=== fifo_wr_arbiter ===
**fifo_wr_arbiter: M3 wires**

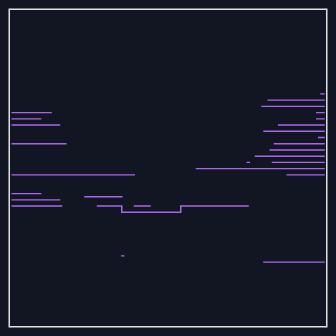

<file path="src/rtl/fifo_wr_arbiter.sv">
// Round-robin, packet-aware arbiter that shares one FIFO write port among NUM_REQ requesters.
// Packets stay contiguous up to MAX_BURST beats; the lock is then force-released (trunc pulse).
module fifo_wr_arbiter #(
   parameter int NUM_REQ    = 4,
   parameter int DATA_WIDTH = 8,
   parameter int MAX_BURST  = 8,
   parameter int SRC_W      = $clog2(NUM_REQ)
) (
   input  logic                          wclk,
   input  logic                          rst_n,
   input  logic [NUM_REQ-1:0]            req_valid,
   input  logic [NUM_REQ-1:0]            req_last,
   input  logic [NUM_REQ*DATA_WIDTH-1:0] req_data,
   output logic [NUM_REQ-1:0]            req_ready,
   input  logic                          full,
   output logic                          winc,
   output logic [DATA_WIDTH-1:0]         wdata,
   output logic [SRC_W-1:0]              wsrc,
   output logic                          busy,
   output logic                          trunc
);

   localparam int BEAT_W = $clog2(MAX_BURST + 1);

   typedef enum logic {IDLE, LOCKED} state_t;

   state_t            state_reg, state_next;
   logic [SRC_W-1:0]  rr_ptr_reg, rr_ptr_next;
   logic [SRC_W-1:0]  owner_reg, owner_next;
   logic [BEAT_W-1:0] beats_reg, beats_next;
   logic              trunc_reg, trunc_next;

   logic [DATA_WIDTH-1:0] data_arr [NUM_REQ];
   logic                  found;
   logic [SRC_W-1:0]      grant;
   logic [SRC_W-1:0]      grant_inc;
   logic [SRC_W-1:0]      sel;
   logic                  sel_valid;
   logic                  eligible;

   genvar gi;
   generate
      for (gi = 0; gi < NUM_REQ; gi++) begin : g_req
         assign data_arr[gi]  = req_data[gi*DATA_WIDTH +: DATA_WIDTH];
         assign req_ready[gi] = eligible & (sel == SRC_W'(gi));
      end
   endgenerate

   // First valid requester at or after rr_ptr, wrapping modulo NUM_REQ.
   always_comb begin : search_blk
      int               cand_i;
      logic [SRC_W-1:0] cand;
      found  = 1'b0;
      grant  = '0;
      cand_i = 0;
      cand   = '0;
      for (int k = 0; k < NUM_REQ; k++) begin
         cand_i = int'(rr_ptr_reg) + k;
         if (cand_i >= NUM_REQ) cand_i = cand_i - NUM_REQ;
         cand = SRC_W'(cand_i);
         if (!found && req_valid[cand]) begin
            found = 1'b1;
            grant = cand;
         end
      end
   end

   assign grant_inc = (grant == SRC_W'(NUM_REQ - 1)) ? '0 : grant + 1'b1;
   assign sel       = (state_reg == LOCKED) ? owner_reg : grant;
   assign sel_valid = (state_reg == LOCKED) ? req_valid[owner_reg] : found;

   // In LOCKED the owner sees ready whenever the FIFO has room, even during a bubble.
   assign eligible  = rst_n & ~full & ((state_reg == LOCKED) | found);
   assign winc      = eligible & sel_valid;
   assign wdata     = data_arr[sel];
   assign wsrc      = sel;
   assign busy      = (state_reg == LOCKED);
   assign trunc     = trunc_reg;

   always_comb begin
      state_next  = state_reg;
      rr_ptr_next = rr_ptr_reg;
      owner_next  = owner_reg;
      beats_next  = beats_reg;
      trunc_next  = 1'b0;
      if (winc) begin
         case (state_reg)
            IDLE: begin
               rr_ptr_next = grant_inc;
               if (!req_last[grant] && (MAX_BURST > 1)) begin
                  state_next = LOCKED;
                  owner_next = grant;
                  beats_next = BEAT_W'(1);
               end
            end
            LOCKED: begin
               if (req_last[owner_reg]) begin
                  state_next = IDLE;
                  beats_next = '0;
               end else if (beats_reg + 1'b1 == BEAT_W'(MAX_BURST)) begin
                  state_next = IDLE;
                  beats_next = '0;
                  trunc_next = 1'b1;
               end else begin
                  beats_next = beats_reg + 1'b1;
               end
            end
            default: state_next = IDLE;
         endcase
      end
   end

   always_ff @(posedge wclk or negedge rst_n) begin
      if (!rst_n) begin
         state_reg  <= IDLE;
         rr_ptr_reg <= '0;
         owner_reg  <= '0;
         beats_reg  <= '0;
         trunc_reg  <= 1'b0;
      end else begin
         state_reg  <= state_next;
         rr_ptr_reg <= rr_ptr_next;
         owner_reg  <= owner_next;
         beats_reg  <= beats_next;
         trunc_reg  <= trunc_next;
      end
   end

endmodule

</file>
<file path="config.mk">
export PLATFORM = sky130hd
export DESIGN_NAME = fifo_wr_arbiter
export DESIGN_NICKNAME = d
export VERILOG_FILES = /design/src/rtl/fifo_wr_arbiter.sv
export SDC_FILE = /design/constraint.sdc
export NUM_CORES = 1
export LEC_CHECK = 0
export CELL_PAD_IN_SITES_DETAIL_PLACEMENT = 1
export CELL_PAD_IN_SITES_GLOBAL_PLACEMENT = 1
export CORE_MARGIN = 8
export CORE_UTILIZATION = 40
export CTS_CLUSTER_SIZE = 24
export DETAILED_ROUTE_END_ITERATION = 10
export DONT_BUFFER_PORTS = 1
export GPL_ROUTABILITY_DRIVEN = 0
export MAX_ROUTING_LAYER = met4
export PLACE_DENSITY_LB_ADDON = 0.1
export SYNTH_ARGS = -nofsm -noshare
export SYNTH_HDL_FRONTEND = slang
export SYNTH_SLANG_ARGS = --single-unit
</file>
<file path="constraint.sdc">
create_clock -name wclk -period 1.8 [get_ports wclk]
set_input_delay 0.18 -clock wclk [delete_from_list [all_inputs] [get_ports wclk]]
set_output_delay 0.18 -clock wclk [all_outputs]
set_load 0.01 [all_outputs]
</file>
=== mem_bist ===
### config.mk
export PLATFORM = sky130hd
export DESIGN_NAME = mem_bist
export DESIGN_NICKNAME = d
export VERILOG_FILES = /design/src/rtl/mem_bist.sv
export SDC_FILE = /design/constraint.sdc
export NUM_CORES = 1
export LEC_CHECK = 0
export ABC_AREA = 1
export CORE_MARGIN = 2
export CORE_UTILIZATION = 43
export CTS_CLUSTER_SIZE = 30
export DETAILED_ROUTE_END_ITERATION = 8
export HOLD_SLACK_MARGIN = 0.1
export PLACE_DENSITY = 0.87
export SLEW_MARGIN = 40
export SYNTH_ARGS = -nofsm -noshare
export SYNTH_HDL_FRONTEND = slang
export SYNTH_SLANG_ARGS = --single-unit
### constraint.sdc
create_clock -name CLK -period 2.22 [get_ports CLK]
set_input_delay 0.333 -clock CLK [delete_from_list [all_inputs] [get_ports CLK]]
set_output_delay 0.333 -clock CLK [all_outputs]
set_load 0.03 [all_outputs]
### src/rtl/mem_bist.sv
// March C- self-test engine for a single-port, byte-writable RAM with 1-cycle read latency.
// Runs the word march elements, then an optional byte-lane phase, and stops on the first mismatch.
module mem_bist #(
  parameter int          AW    = 8,
  parameter int          WSIZE = 4,
  parameter logic [7:0]  BG    = 8'h55,
  parameter logic [7:0]  BP    = 8'hA5,
  localparam int         DW    = 8 * WSIZE
) (
  input  logic             CLK,
  input  logic             RST_N,
  input  logic             start,
  input  logic             mode,
  output logic             busy,
  output logic             done,
  output logic             fail,
  output logic [AW-1:0]    fail_addr,
  output logic [DW-1:0]    fail_data,
  output logic             EN,
  output logic [WSIZE-1:0] WE,
  output logic [AW-1:0]    A,
  output logic [DW-1:0]    Di,
  input  logic [DW-1:0]    Do,
  output logic [3:0]       o_dbg_state
);

  localparam int              LW     = $clog2(WSIZE);
  localparam logic [DW-1:0]   P      = {WSIZE{BG}};
  localparam logic [AW-1:0]   A_LAST = {AW{1'b1}};

  typedef enum logic [3:0] {
    S_IDLE    = 4'd0,
    S_W0_UP   = 4'd1,
    S_R0W1_UP = 4'd2,
    S_R1W0_UP = 4'd3,
    S_R0W1_DN = 4'd4,
    S_R1W0_DN = 4'd5,
    S_R0_DN   = 4'd6,
    S_BYTE    = 4'd7,
    S_DRAIN   = 4'd8,
    S_DONE    = 4'd9
  } state_t;

  state_t            r_state;
  state_t            w_state_next;
  logic [AW-1:0]     r_addr;
  logic              r_phase;
  logic              r_mode;
  logic              r_cmp_valid;
  logic [AW-1:0]     r_cmp_addr;
  logic [DW-1:0]     r_cmp_exp;
  logic              r_fail;
  logic [AW-1:0]     r_fail_addr;
  logic [DW-1:0]     r_fail_data;

  logic              w_busy;
  logic              w_accept;
  logic              w_mismatch;
  logic              w_dn;
  logic              w_next_dn;
  logic              w_two_cycle;
  logic              w_last_addr;
  logic              w_elem_end;
  logic              w_rd;
  logic [DW-1:0]     w_exp;
  logic              w_en;
  logic [WSIZE-1:0]  w_we;
  logic [AW-1:0]     w_a;
  logic [DW-1:0]     w_di;
  logic [LW+2:0]     w_lane_sh;
  logic [WSIZE-1:0]  w_lane_we;
  logic [DW-1:0]     w_lane_di;
  logic [DW-1:0]     w_lane_exp;

  // start is a single-cycle strobe, accepted only while busy=0; busy then rises on the
  // next cycle and stays high until the run ends, when done rises and holds with fail valid.
  assign w_busy     = (r_state != S_IDLE) && (r_state != S_DONE);
  assign w_accept   = start && !w_busy;
  assign w_mismatch = r_cmp_valid && (Do != r_cmp_exp);

  assign w_dn = (r_state == S_R0W1_DN) || (r_state == S_R1W0_DN) || (r_state == S_R0_DN);
  assign w_next_dn = (w_state_next == S_R0W1_DN) || (w_state_next == S_R1W0_DN) ||
                     (w_state_next == S_R0_DN);
  assign w_two_cycle = (r_state == S_R0W1_UP) || (r_state == S_R1W0_UP) ||
                       (r_state == S_R0W1_DN) || (r_state == S_R1W0_DN) ||
                       (r_state == S_BYTE);
  assign w_last_addr = w_dn ? (r_addr == '0) : (r_addr == A_LAST);
  assign w_elem_end  = w_last_addr && (!w_two_cycle || r_phase);

  // Byte phase: lane = address mod WSIZE, only that lane is written with BP.
  assign w_lane_sh  = {r_addr[LW-1:0], 3'b000};
  assign w_lane_we  = WSIZE'(1) << r_addr[LW-1:0];
  assign w_lane_di  = DW'(BP) << w_lane_sh;
  assign w_lane_exp = (P & ~(DW'(8'hFF) << w_lane_sh)) | w_lane_di;

  // State register
  always_ff @(posedge CLK or negedge RST_N) begin
    if (!RST_N) begin
      r_state <= S_IDLE;
    end else begin
      r_state <= w_state_next;
    end
  end

  // Next-state logic; a mismatch aborts straight to DONE from any busy state.
  always_comb begin
    w_state_next = r_state;
    if (w_busy && w_mismatch) begin
      w_state_next = S_DONE;
    end else begin
      case (r_state)
        S_IDLE, S_DONE: if (start) w_state_next = S_W0_UP;
        S_W0_UP:        if (w_elem_end) w_state_next = S_R0W1_UP;
        S_R0W1_UP:      if (w_elem_end) w_state_next = S_R1W0_UP;
        S_R1W0_UP:      if (w_elem_end) w_state_next = S_R0W1_DN;
        S_R0W1_DN:      if (w_elem_end) w_state_next = S_R1W0_DN;
        S_R1W0_DN:      if (w_elem_end) w_state_next = S_R0_DN;
        S_R0_DN:        if (w_elem_end) w_state_next = r_mode ? S_BYTE : S_DRAIN;
        S_BYTE:         if (w_elem_end) w_state_next = S_DRAIN;
        S_DRAIN:        w_state_next = S_DONE;
        default:        w_state_next = S_IDLE;
      endcase
    end
  end

  // Output logic: RAM access pattern and the expected value of any read issued this cycle.
  always_comb begin
    w_en  = 1'b0;
    w_we  = '0;
    w_a   = '0;
    w_di  = '0;
    w_rd  = 1'b0;
    w_exp = '0;
    case (r_state)
      S_W0_UP: begin
        w_en = 1'b1;
        w_we = '1;
        w_a  = r_addr;
        w_di = P;
      end
      S_R0W1_UP, S_R0W1_DN: begin
        w_en = 1'b1;
        w_a  = r_addr;
        if (!r_phase) begin
          w_rd  = 1'b1;
          w_exp = P;
        end else begin
          w_we = '1;
          w_di = ~P;
        end
      end
      S_R1W0_UP, S_R1W0_DN: begin
        w_en = 1'b1;
        w_a  = r_addr;
        if (!r_phase) begin
          w_rd  = 1'b1;
          w_exp = ~P;
        end else begin
          w_we = '1;
          w_di = P;
        end
      end
      S_R0_DN: begin
        w_en  = 1'b1;
        w_a   = r_addr;
        w_rd  = 1'b1;
        w_exp = P;
      end
      S_BYTE: begin
        w_en = 1'b1;
        w_a  = r_addr;
        if (!r_phase) begin
          w_we = w_lane_we;
          w_di = w_lane_di;
        end else begin
          w_rd  = 1'b1;
          w_exp = w_lane_exp;
        end
      end
      default: begin
        w_en = 1'b0;
      end
    endcase
  end

  // Address sequencing, compare pipeline and result capture.
  always_ff @(posedge CLK or negedge RST_N) begin
    if (!RST_N) begin
      r_addr      <= '0;
      r_phase     <= 1'b0;
      r_mode      <= 1'b0;
      r_cmp_valid <= 1'b0;
      r_cmp_addr  <= '0;
      r_cmp_exp   <= '0;
      r_fail      <= 1'b0;
      r_fail_addr <= '0;
      r_fail_data <= '0;
    end else begin
      // A read issued on the aborting edge is discarded along with the run.
      r_cmp_valid <= w_rd && !w_mismatch;
      r_cmp_addr  <= w_a;
      r_cmp_exp   <= w_exp;

      if (w_accept) begin
        r_mode      <= mode;
        r_fail      <= 1'b0;
        r_fail_addr <= '0;
        r_fail_data <= '0;
      end else if (w_busy && w_mismatch) begin
        r_fail      <= 1'b1;
        r_fail_addr <= r_cmp_addr;
        r_fail_data <= Do;
      end

      if (w_state_next != r_state) begin
        r_phase <= 1'b0;
        r_addr  <= w_next_dn ? A_LAST : '0;
      end else if (w_busy) begin
        if (w_two_cycle) r_phase <= ~r_phase;
        if (!w_two_cycle || r_phase) r_addr <= w_dn ? (r_addr - AW'(1)) : (r_addr + AW'(1));
      end
    end
  end

  assign busy        = w_busy;
  assign done        = (r_state == S_DONE);
  assign fail        = r_fail;
  assign fail_addr   = r_fail_addr;
  assign fail_data   = r_fail_data;
  assign EN          = w_en;
  assign WE          = w_we;
  assign A           = w_a;
  assign Di          = w_di;
  assign o_dbg_state = r_state;

endmodule

=== ifetch_queue ===
## src/rtl/ifetch_queue.sv

```systemverilog
// Instruction fetch queue: walks a fetch pointer through instruction memory and
// buffers {insn, pc} pairs for decode; redirect flushes and restarts fetch.
module ifetch_queue #(
   parameter int AW    = 16,
   parameter int IW    = 16,
   parameter int DEPTH = 4
) (
   input  logic          clk,
   input  logic          rst,
   input  logic          redirect,
   input  logic [AW-1:0] redirect_pc,
   output logic          mem_req,
   output logic [AW-1:0] mem_addr,
   input  logic          mem_ack,
   input  logic [IW-1:0] mem_rdata,
   output logic          out_valid,
   input  logic          out_ready,
   output logic [IW-1:0] out_insn,
   output logic [AW-1:0] out_pc
);

   localparam int PW = $clog2(DEPTH);
   localparam int CW = PW + 1;

   logic [IW-1:0] insn_mem [DEPTH];
   logic [AW-1:0] pc_mem   [DEPTH];
   logic [AW-1:0] fpc;
   logic [PW-1:0] head;
   logic [PW-1:0] tail;
   logic [CW-1:0] count;
   logic          push;
   logic          pop;

   // The request is held only while there is room, so an outstanding request
   // stays stable until it is acked or abandoned by redirect/reset.
   assign mem_req   = (count < CW'(DEPTH)) && !redirect && !rst;
   assign mem_addr  = fpc;
   assign out_valid = (count != '0) && !redirect && !rst;
   assign out_insn  = insn_mem[head];
   assign out_pc    = pc_mem[head];

   assign push = mem_req && mem_ack;
   assign pop  = out_valid && out_ready;

   always_ff @(posedge clk) begin
      if (rst) begin
         fpc   <= '0;
         head  <= '0;
         tail  <= '0;
         count <= '0;
      end else if (redirect) begin
         fpc   <= redirect_pc;
         head  <= '0;
         tail  <= '0;
         count <= '0;
      end else begin
         if (push) begin
            tail <= tail + PW'(1);
            fpc  <= fpc + AW'(1);
         end
         if (pop) begin
            head <= head + PW'(1);
         end
         case ({push, pop})
            2'b10:   count <= count + CW'(1);
            2'b01:   count <= count - CW'(1);
            default: count <= count;
         endcase
      end
   end

   // Storage needs no reset; push is already masked by rst and redirect.
   always_ff @(posedge clk) begin
      if (push) begin
         insn_mem[tail] <= mem_rdata;
         pc_mem[tail]   <= fpc;
      end
   end

endmodule

```

## config.mk

```make
export PLATFORM = sky130hd
export DESIGN_NAME = ifetch_queue
export DESIGN_NICKNAME = d
export VERILOG_FILES = /design/src/rtl/ifetch_queue.sv
export SDC_FILE = /design/constraint.sdc
export NUM_CORES = 1
export LEC_CHECK = 0
export CORE_MARGIN = 2
export CORE_UTILIZATION = 45
export CTS_CLUSTER_SIZE = 25
export DETAILED_ROUTE_END_ITERATION = 8
export PLACE_DENSITY = 0.72
export SLEW_MARGIN = 30
export SYNTH_ARGS = -nofsm -noshare
export SYNTH_HDL_FRONTEND = slang
export SYNTH_SLANG_ARGS = --single-unit
```

## constraint.sdc

```tcl
create_clock -name clk -period 2.1 [get_ports clk]
set_input_delay 0.315 -clock clk [delete_from_list [all_inputs] [get_ports clk]]
set_output_delay 0.315 -clock clk [all_outputs]
set_load 0.02 [all_outputs]
```

=== mips_alu_issue ===
File: config.mk
export PLATFORM = sky130hd
export DESIGN_NAME = mips_alu_issue
export DESIGN_NICKNAME = d
export VERILOG_FILES = /design/src/rtl/mips_alu_issue.sv
export SDC_FILE = /design/constraint.sdc
export NUM_CORES = 1
export LEC_CHECK = 0
export ABC_CLOCK_PERIOD_IN_PS = 8600
export CAP_MARGIN = 5
export CELL_PAD_IN_SITES_DETAIL_PLACEMENT = 1
export CELL_PAD_IN_SITES_GLOBAL_PLACEMENT = 2
export CORE_UTILIZATION = 24
export CTS_CLUSTER_SIZE = 25
export DETAILED_ROUTE_END_ITERATION = 6
export GPL_ROUTABILITY_DRIVEN = 1
export PLACE_DENSITY = 0.84
export SYNTH_ARGS = -nofsm -noshare
export SYNTH_HDL_FRONTEND = slang
export SYNTH_SLANG_ARGS = --single-unit
File: constraint.sdc
create_clock -name clk -period 8.6 [get_ports clk]
set_input_delay 1.72 -clock clk [delete_from_list [all_inputs] [get_ports clk]]
set_output_delay 1.72 -clock clk [all_outputs]
set_load 0.02 [all_outputs]
File: src/rtl/mips_alu_issue.sv
`default_nettype none
// ============================================================================
// Module   : mips_alu_issue
// Brief    : Issue/writeback controller driving a 32-bit MIPS ALU: decode,
//            operand prep, one-cycle ALU settle, held result stage.
//            Optional macro MIPS_ALU_OVF_TRAP_EN enables the signed-overflow trap.
// Revision : 1.0  initial release
// ============================================================================
module mips_alu_issue (
  input  logic        clk,
  input  logic        rst,
  input  logic        in_valid,
  output logic        in_ready,
  input  logic [31:0] instr,
  input  logic [31:0] rs_data,
  input  logic [31:0] rt_data,
  output logic [2:0]  alu_opr,
  output logic [31:0] alu_a,
  output logic [31:0] alu_b,
  output logic        alu_cin,
  input  logic [31:0] alu_res,
  input  logic        alu_zf,
  output logic        out_valid,
  input  logic        out_ready,
  output logic [31:0] out_res,
  output logic        out_zf,
  output logic        out_ovf,
  output logic        out_ill,
  output logic [4:0]  out_wreg
);

  localparam logic [1:0] S_IDLE = 2'd0;
  localparam logic [1:0] S_EXEC = 2'd1;
  localparam logic [1:0] S_DONE = 2'd2;

  localparam logic [2:0] OP_NONE = 3'b000;
  localparam logic [2:0] OP_ADD  = 3'b001;
  localparam logic [2:0] OP_SUB  = 3'b010;
  localparam logic [2:0] OP_AND  = 3'b011;
  localparam logic [2:0] OP_OR   = 3'b100;
  localparam logic [2:0] OP_XOR  = 3'b101;
  localparam logic [2:0] OP_SLT  = 3'b110;

  logic [1:0]  r_state;
  logic [1:0]  w_next;

  logic [5:0]  w_opcode;
  logic [5:0]  w_funct;
  logic [31:0] w_simm;
  logic [31:0] w_zimm;
  logic [2:0]  w_opr;
  logic [31:0] w_b;
  logic [4:0]  w_dst;
  logic        w_ill;
  logic        w_sadd;
  logic        w_ssub;
  logic        w_accept;

  logic [31:0] r_a;
  logic [31:0] r_b;
  logic [2:0]  r_opr;
  logic [4:0]  r_dst;
  logic        r_ill;
  logic [31:0] r_res;
  logic        r_zf;
  logic        r_out_ill;
  logic [4:0]  r_wreg;
  logic        w_wb_kill;

  // rs field is not needed: the operand value arrives on rs_data
  logic w_unused_rs;
  assign w_unused_rs = ^instr[25:21];

  assign w_opcode = instr[31:26];
  assign w_funct  = instr[5:0];
  assign w_simm   = {{16{instr[15]}}, instr[15:0]};
  assign w_zimm   = {16'd0, instr[15:0]};
  assign w_accept = (r_state == S_IDLE) && in_valid;

  always_comb begin
    w_opr  = OP_NONE;
    w_b    = rt_data;
    w_dst  = 5'd0;
    w_ill  = 1'b1;
    w_sadd = 1'b0;
    w_ssub = 1'b0;
    case (w_opcode)
      6'b000000: begin
        w_ill = 1'b0;
        w_dst = instr[15:11];
        case (w_funct)
          6'b100000: begin w_opr = OP_ADD; w_sadd = 1'b1; end
          6'b100001: w_opr = OP_ADD;
          6'b100010: begin w_opr = OP_SUB; w_ssub = 1'b1; end
          6'b100011: w_opr = OP_SUB;
          6'b100100: w_opr = OP_AND;
          6'b100101: w_opr = OP_OR;
          6'b100110: w_opr = OP_XOR;
          6'b101010: w_opr = OP_SLT;
          default: begin
            w_ill = 1'b1;
            w_dst = 5'd0;
          end
        endcase
      end
      6'b001000: begin w_opr = OP_ADD; w_b = w_simm; w_dst = instr[20:16]; w_ill = 1'b0; w_sadd = 1'b1; end
      6'b001001: begin w_opr = OP_ADD; w_b = w_simm; w_dst = instr[20:16]; w_ill = 1'b0; end
      6'b001010: begin w_opr = OP_SLT; w_b = w_simm; w_dst = instr[20:16]; w_ill = 1'b0; end
      6'b001100: begin w_opr = OP_AND; w_b = w_zimm; w_dst = instr[20:16]; w_ill = 1'b0; end
      6'b001101: begin w_opr = OP_OR;  w_b = w_zimm; w_dst = instr[20:16]; w_ill = 1'b0; end
      6'b001110: begin w_opr = OP_XOR; w_b = w_zimm; w_dst = instr[20:16]; w_ill = 1'b0; end
      default: ;
    endcase
  end

  always_ff @(posedge clk or posedge rst) begin
    if (rst) r_state <= S_IDLE;
    else     r_state <= w_next;
  end

  always_comb begin
    w_next = r_state;
    case (r_state)
      S_IDLE:  if (in_valid) w_next = S_EXEC;
      S_EXEC:  w_next = S_DONE;
      S_DONE:  if (out_ready) w_next = S_IDLE;
      default: w_next = S_IDLE;
    endcase
  end

  // alu_opr falls to 000 only in IDLE so a latch-style ALU keeps its result through DONE
  always_comb begin
    in_ready  = (r_state == S_IDLE);
    out_valid = (r_state == S_DONE);
    alu_opr   = (r_state == S_IDLE) ? OP_NONE : r_opr;
  end

  always_ff @(posedge clk or posedge rst) begin
    if (rst) begin
      r_a   <= 32'd0;
      r_b   <= 32'd0;
      r_opr <= OP_NONE;
      r_dst <= 5'd0;
      r_ill <= 1'b0;
    end else if (w_accept) begin
      r_a   <= rs_data;
      r_b   <= w_b;
      r_opr <= w_opr;
      r_dst <= w_dst;
      r_ill <= w_ill;
    end
  end

`ifdef MIPS_ALU_OVF_TRAP_EN
  logic r_sadd;
  logic r_ssub;
  logic r_ovf;
  logic w_ovf;

  always_ff @(posedge clk or posedge rst) begin
    if (rst) begin
      r_sadd <= 1'b0;
      r_ssub <= 1'b0;
    end else if (w_accept) begin
      r_sadd <= w_sadd;
      r_ssub <= w_ssub;
    end
  end

  assign w_ovf = (r_sadd && (r_a[31] == r_b[31]) && (alu_res[31] != r_a[31])) ||
                 (r_ssub && (r_a[31] != r_b[31]) && (alu_res[31] != r_a[31]));
  assign w_wb_kill = w_ovf;

  always_ff @(posedge clk or posedge rst) begin
    if (rst)                      r_ovf <= 1'b0;
    else if (r_state == S_EXEC)   r_ovf <= w_ovf;
  end
  assign out_ovf = r_ovf;
`else
  logic w_unused_sgn;
  assign w_unused_sgn = w_sadd ^ w_ssub;
  assign w_wb_kill    = 1'b0;
  assign out_ovf      = 1'b0;
`endif

  always_ff @(posedge clk or posedge rst) begin
    if (rst) begin
      r_res     <= 32'd0;
      r_zf      <= 1'b0;
      r_out_ill <= 1'b0;
      r_wreg    <= 5'd0;
    end else if (r_state == S_EXEC) begin
      r_res     <= r_ill ? 32'd0 : alu_res;
      r_zf      <= r_ill ? 1'b0 : alu_zf;
      r_out_ill <= r_ill;
      r_wreg    <= w_wb_kill ? 5'd0 : r_dst;
    end
  end

  assign alu_a    = r_a;
  assign alu_b    = r_b;
  assign alu_cin  = 1'b0;
  assign out_res  = r_res;
  assign out_zf   = r_zf;
  assign out_ill  = r_out_ill;
  assign out_wreg = r_wreg;

endmodule
`default_nettype wire

**fifo_wr_arbiter: port wiring**

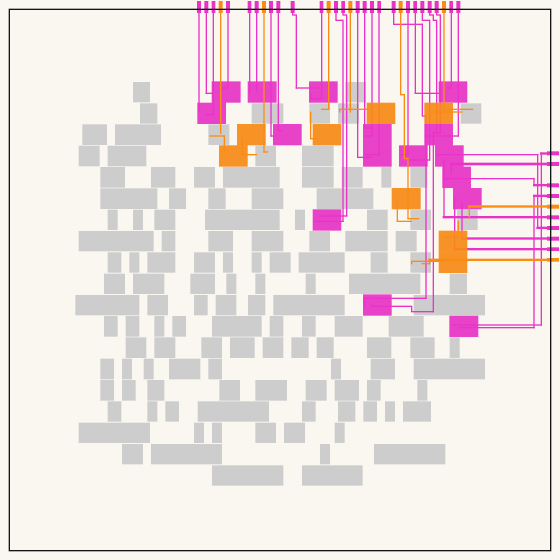
Magenta stands for req_data, direction input, end cells 16, buffers 0, wire 630 um. Orange stands for wdata, direction output, end cells 8, buffers 8, wire 166 um.
count of port buffers added during placement: 0
I/O Pins: 60

Notes on 'M3 wires' of fifo_wr_arbiter above:
25 nets have wire on it. The wires run mostly horizontal. The layer holds 7.5% of the routed length. The longest straight run is 27.8 um. The layer carries 290 um of wire.
vias after detailed routing: 1046
sum of routed wire length over all layers: 3850 um
M3 GR Usage: 0.0565

==> out/summary.rpt, fifo_wr_arbiter <==
================================================================================
Detailed-routed wire length on met2 ...............................      2190 um
Number of distinct library cells after synthesis ..................           43
CTS buffer count ..................................................            3
Worst min-delay path endpoint .....................................         busy
Power Total .......................................................      2.65 mW
Final worst setup slack ...........................................    -0.378 ns
CTS Hold Bufs .....................................................            1
Top cells by instance count after synthesis ....................... mux2i_1 (25), nand2_1 (11), dfrtp_1 (10), nor2_1 (8), inv_1 (7)
Beginning of the worst hold path ..................................         full
Area share of and-or/or-and cells after synthesis .................        0.219
Result of the run ................................................. finished with violations
XOR Share, Synth ..................................................       0.0156
Met1 routed wirelength after detailed routing .....................      1340 um
Hold slack ........................................................     0.172 ns
Critical path launch point ........................................ rr_ptr_reg[0]
Starting density of the core ......................................        0.414
CTS tree ..........................................................        built
Row Count .........................................................           19
Share of async-settable or async-resettable flops after synthesis .         1.00
Violated checks ................................................... setup timing
Final setup violation count .......................................           20
Highest attainable clock frequency ................................    0.459 GHz
Wire length on met3 ...............................................       289 um
Critical path fanouts, max ........................................           19
Cts repair resizes ................................................            4
Unrepaired setup endpoints after global routing ...................          yes
================================================================================
[fifo_wr_arbiter: where the power goes]
part           total, mW  internal [mW]  switching [mW]
Combinational       2.04           1.05           0.986
Sequential         0.446          0.319           0.127
Clock              0.166         0.0778          0.0885
Total               2.65           1.45            1.20
[fifo_wr_arbiter: final cells by class]
class                           instances  area, um2
Fill cell                             329       1280
Multi-Input combinational cell        102        862
Sequential cell                        10        251
Timing Repair Buffer                   26        226
Tap cell                               31       38.8
Inverter                                7       26.3
Clock buffer                            3       22.5
[fifo_wr_arbiter: placed cells by master, fill, tap and decap left out, types with 3 or more instances in the layout]
cell / count
clkbuf_4: 3
nor2_1: 5
dfrtp_1: 9
buf_4: 22
inv_1: 7
a21oi_1: 5
nand3_1: 4
o21ai_1: 4
o21ai_0: 3
nand2_1: 10
nand2b_1: 3
mux2i_1: 25
[fifo_wr_arbiter: critical path, stage by stage, from the launching register on]
cell	delay, ns
dfrtp_1	0.44
and4b_4	0.23
a21oi_4	0.16
nand2_4	0.08
o21ai_4	0.15
buf_12	0.19
mux2i_1	0.23
mux2i_1	0.10
buf_4	0.15
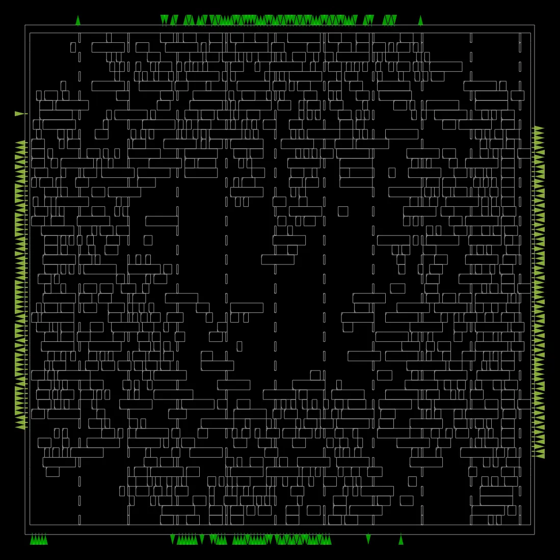
**Above:** mips_alu_issue (cell placement).
Core Region: 19600 um2
flop share of the area: 0.356
count of sequential standard cells: 114

==> out/summary.rpt, mips_alu_issue <==
======================================================================
Main power-consuming group .............................. combinational cells
Tap cell count ..........................................          265
Proportion of synthesized chip area in sequential cells .        0.592
Final TNS setup .........................................         0 ns
Required time at the endpoint of the critical path ......      8.92 ns
Chip Footprint ..........................................    20600 um2
Antenna violations before repair ........................            1
Cells after Synth .......................................          528
Cell at the root of the clock tree ......................    clkbuf_16
Leakage .................................................      3.50 nW
Number of non-clock inverters in the layout .............            8
Topmost layer with routed signal wires ..................         met5
Result of the run ....................................... finished, final reports clean
Fraction of layout cells with a size suffix above 1 .....       0.0665
Reported max-cap violation count ........................            0
======================================================================
-- mips_alu_issue: cell usage after synthesis, types with 3 or more instances --
cell	n	area, um2
dfrtp_1	114	2850
mux2_2	6	67.6
o22ai_1	5	31.3
inv_1	7	26.3
nor2b_1	3	18.8
nand2b_1	38	238
a21oi_1	23	115
nor2_1	41	154
o21ai_0	35	175
buf_1	3	11.3
nand2_1	184	691
clkbuf_1	19	71.3
buf_2	9	45.0
a31oi_1	16	100
-- mips_alu_issue: cells in the final DEF, fill, tap and decap left out, types with 2 or more instances in the layout --
master,Yosys,final
dfrtp_1,114,114
inv_1,7,6
buf_4,2,5
bufinv_16,0,2
clkdlybuf4s50_1,0,235
nand2_1,184,183
o21ai_0,35,35
xnor2_1,2,2
mux2i_1,2,2
mux2_2,6,6
a21o_1,2,2
nor2b_1,3,3
conb_1,1,2
nor2_1,41,41
clkinvlp_4,0,3
a31oi_1,16,16
a21oi_1,23,23
clkbuf_16,0,17
o22ai_1,5,5
clkbuf_8,0,6
nand2b_1,38,37
-- mips_alu_issue: worst max-delay path, stage by stage --
cell,delay (ns)
clkdlybuf4s50_1,0.47
nor3b_2,0.34
nand2_1,0.72
o31a_2,0.73
a21oi_1,0.19
**ifetch_queue: cell placement**

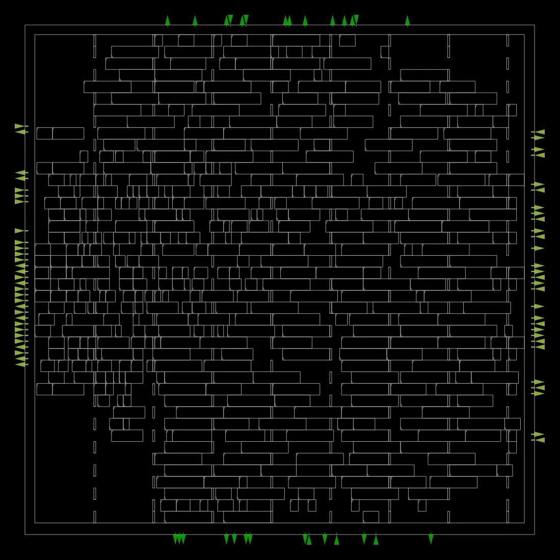
Row Count: 42
count of sequential standard cells: 153
number of inserted filler cells in the final layout: 972
Core Region: 13100 um2
number of standard cells in the final layout excluding fillers: 651

==> out/summary.rpt, ifetch_queue <==
==========================================================================================
OpenROAD warning count ......................................................           31
Logic depth of the worst register-to-register path ..........................            8
Final setup violation count .................................................            0
Top logic cells by instance count in the layout ............................. edfxtp_1 (128), clkdlybuf4s50_1 (52), mux4_2 (32)
Cells after DPL .............................................................          615
Vias after detailed routing .................................................         3418
Result of the run ........................................................... finished, final reports clean
Drt first-iter violations ...................................................          263
Type of the worst min-delay path ............................................ input pin to register
Clock edge transition at the registers on the reported setup and hold paths .      0.06 ns
Routed wire per std cell ....................................................      17.8 um
Remaining Overflow, GRT .....................................................            0
Clock network power share ...................................................        0.473
CTS buffer count ............................................................           17
I/O Pins ....................................................................           87
Layout overhead on the synthesized area .....................................        33.5%
Cell taking the most area after synthesis ...................................     edfxtp_1
Slew at the pin with the worst max-slew slack ...............................     0.454 ns
CTS Hold Bufs ...............................................................            0
Slowest cell on the critical path ...........................................       mux4_2
Unrepaired setup endpoints after global routing .............................          yes
Sequential share of power ...................................................        0.475
Hold Vio Cnt, Final .........................................................            0
Crit-path cells ............................................................. buf_12, buf_4, mux4_2, buf_2
==========================================================================================
[ifetch_queue: kinds of logic (layout without fill, tap and decap cells)]
family | Yosys count | after routing | synth area share
flip-flops | 153 | 153 | 0.727
AND/OR/NAND/NOR | 70 | 70 | 0.0635
multiplexers | 37 | 37 | 0.129
AND-OR/OR-AND | 28 | 28 | 0.0325
buffers and inverters | 23 | 169 | 0.0153
XOR/XNOR | 11 | 11 | 0.0161
adder cells (fa/ha/maj) | 7 | 7 | 0.0159
[ifetch_queue: repair_timing]
item	4_1_cts	5_1_grt
setup endpoints to repair	34	5
gates resized	125	7
endpoints found under the hold margin	0	0
buffers inserted	0	4
[ifetch_queue: metal layers]
| layer | GRT usage | up-vias |
|---|---|---|
| met4 | 0.0781 | 0 |
| met5 | 0 | - |
| met3 | 0.0455 | 15 |
| met1 | 0.244 | 1725 |
| li1 | - | 1577 |
| met2 | 0.272 | 101 |
[ifetch_queue: sequential cells by signal, summed over array words and instances (netlist names), named ones only]
| signal | count |
|---|---|
| head | 2 |
| tail | 2 |
| count | 3 |
| insn_mem | 64 |
| mem_addr | 16 |
| pc_mem | 64 |
**mem_bist: M3 wires**

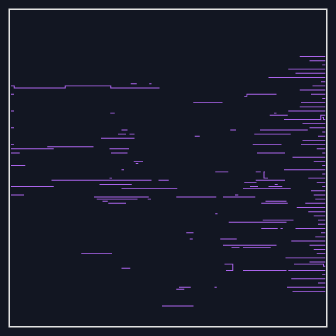
The layer holds 6.8% of the routed length. The wires run mostly horizontal. The longest straight run is 32.2 um. 109 nets have wire on it. The layer carries 843 um of wire.

==> out/summary.rpt, mem_bist <==
==================================================================================
Worst r2r src ....................................................... o_dbg_state[2]
Core Region .........................................................     9330 um2
Final setup violation count .........................................            9
Insertion delay of the later-clocked pin in the worst-skew pair .....      0.36 ns
Critical path launch point .......................................... o_dbg_state[2]
Final worst setup slack .............................................    -0.108 ns
Area share of and-or/or-and cells after synthesis ...................       0.0747
Cell class contributing the biggest share of worst-path delay ....... AND-OR/OR-AND gates
Count of antenna diodes in the layout ...............................            0
Slew at the pin with the worst max-slew slack .......................     0.473 ns
Number of distinct library cells after synthesis ....................           34
Multiplexer share of the synthesized area ...........................            0
GR Util All Layers ..................................................        0.232
Result of the run ................................................... finished with violations
Worst min-delay path endpoint ....................................... fail_data[6]
Flip-flop count of the largest register, all copies and words added .           32
Clock network area share ............................................       0.0306
Violated checks ..................................................... setup timing
Utilization after layout ............................................        0.667
Leakage .............................................................      3.29 nW
Slowest cell on the critical path ...................................      dfrtp_2
Post-synthesis register bit count ...................................           74
Slew Viols, Final ...................................................            0
==================================================================================
-- mem_bist: worst register-to-register path: stages (launching register included) --
cell      delay (ns)
dfrtp_2         0.46
inv_4           0.09
nor2_4          0.05
nand2_4         0.12
inv_8           0.06
buf_4           0.14
ha_4            0.26
buf_4           0.12
a21oi_2         0.05
o21bai_1        0.18
a21oi_1         0.11
o21bai_1        0.18
xnor2_1         0.14
nand3_1         0.10
nand2_1         0.08
nand2_1         0.05
nand2_1         0.06
-- mem_bist: Yosys cell counts (all sizes together) --
cell type  instances  area [um2]
ha                 6        75.1
nand4              7        43.8
clkinv             5        23.8
inv               59         221
a21boi             1        7.51
nor2              50         224
xnor2              1        8.76
clkbuf             9        33.8
a31oi              2        12.5
nand3b             1        20.0
o21ai             35         179
nor3               1        5.00
a21oi             15        90.1
nand2            153         627
xor2               6        52.6
nand3             86         460
o21bai             3        22.5
fa                 1        20.0
dfrtp             74        1850
buf               27         190
-- mem_bist: timing repair --
action | in CTS | in global routing
resized | 42 | 51
hold buffers | 1 | 0
buffers inserted | 3 | 10
setup endpoints to repair | 72 | 83
pin swaps | 3 | 7
hold endpoints to repair | 74 | 0
cloned | 1 | 0

## Gallery

Where the registers sit.
Plate I
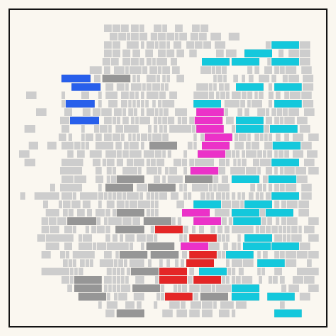
Plate II
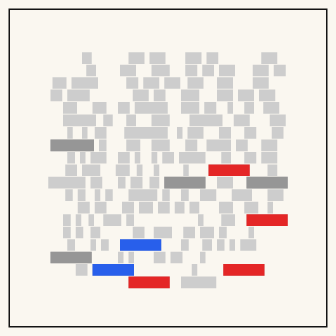
Plate III
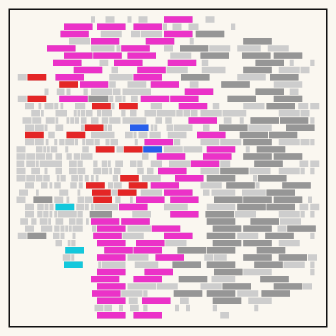
Plate IV
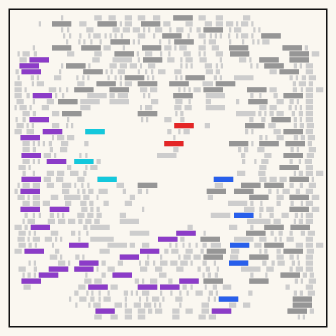
Of these, most sequential cells: Plate III
Of these, fewest cells: Plate II
| from | picture |
|---|---|
| ifetch_queue | Plate III |
| fifo_wr_arbiter | Plate II |
| mem_bist | Plate I |
| mips_alu_issue | Plate IV |



==> layout pictures side by side <==
Signal metal coverage by tile.
panel A
14 x 14 tiles, from black (low) to pale yellow (high), scaled to the fullest tile. Values are wire area over tile area, all layers added.
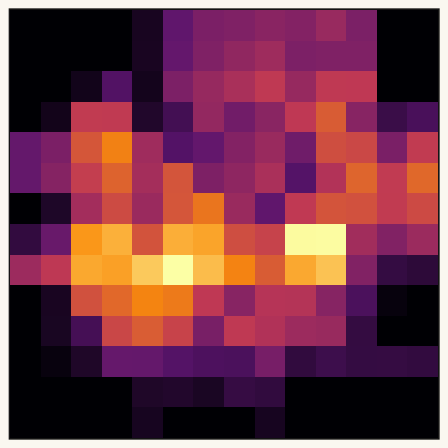
panel B
20 x 20 tiles, from black (low) to pale yellow (high), scaled to the fullest tile. Values are wire area over tile area, all layers added.
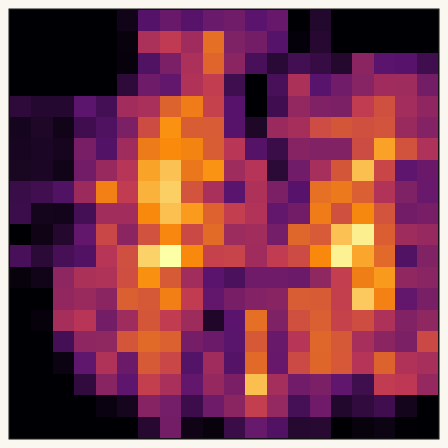
panel C
29 x 29 tiles, from black (low) to pale yellow (high), scaled to the fullest tile. Values are wire area over tile area, all layers added.
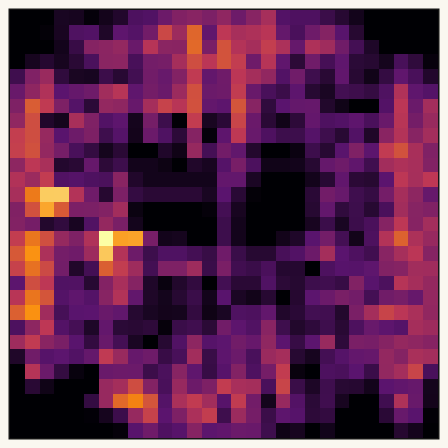
panel D
24 x 24 tiles, from black (low) to pale yellow (high), scaled to the fullest tile. Values are wire area over tile area, all layers added.
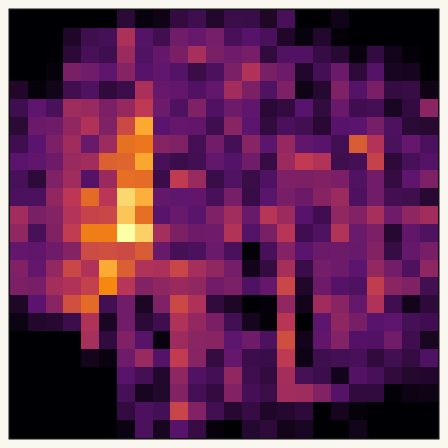
mips_alu_issue -> panel C
mem_bist -> panel B
ifetch_queue -> panel D
fifo_wr_arbiter -> panel A

Key to panel C:
The emptiest ninth of the die: middle. The mean over all tiles is 0.13. 13% of the tiles are nearly empty. The densest ninth of the die: left middle. 8.4% of the tiles are over half the peak. The fullest tile reaches 0.52.


==> gallery <==
Port wiring.
(a)
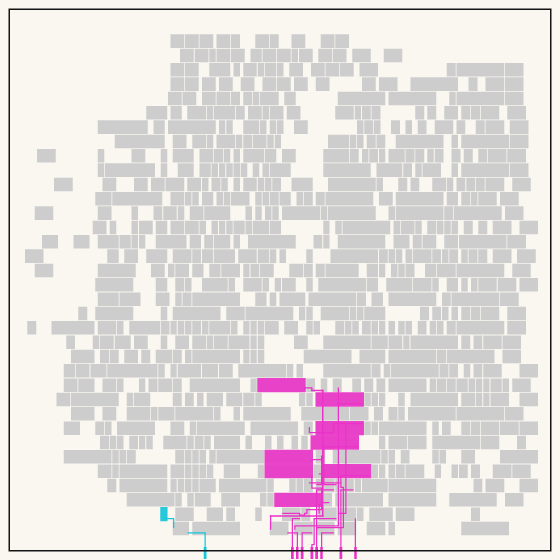
(b)
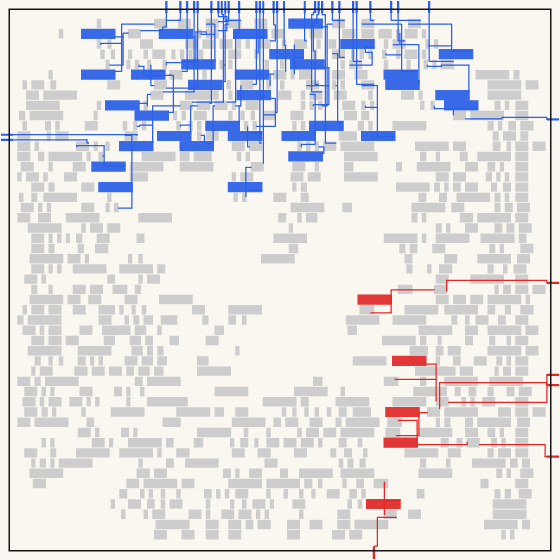
(c)
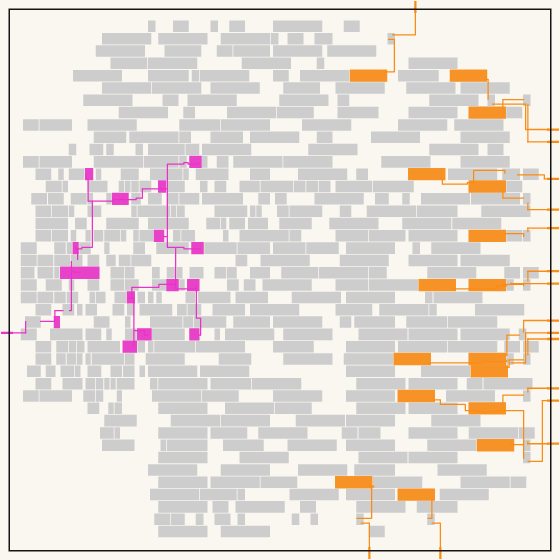
For mips_alu_issue, see (b).
For ifetch_queue, see (c).
For mem_bist, see (a).

Power figures rest on the tool's default switching activity, not on a simulated workload.
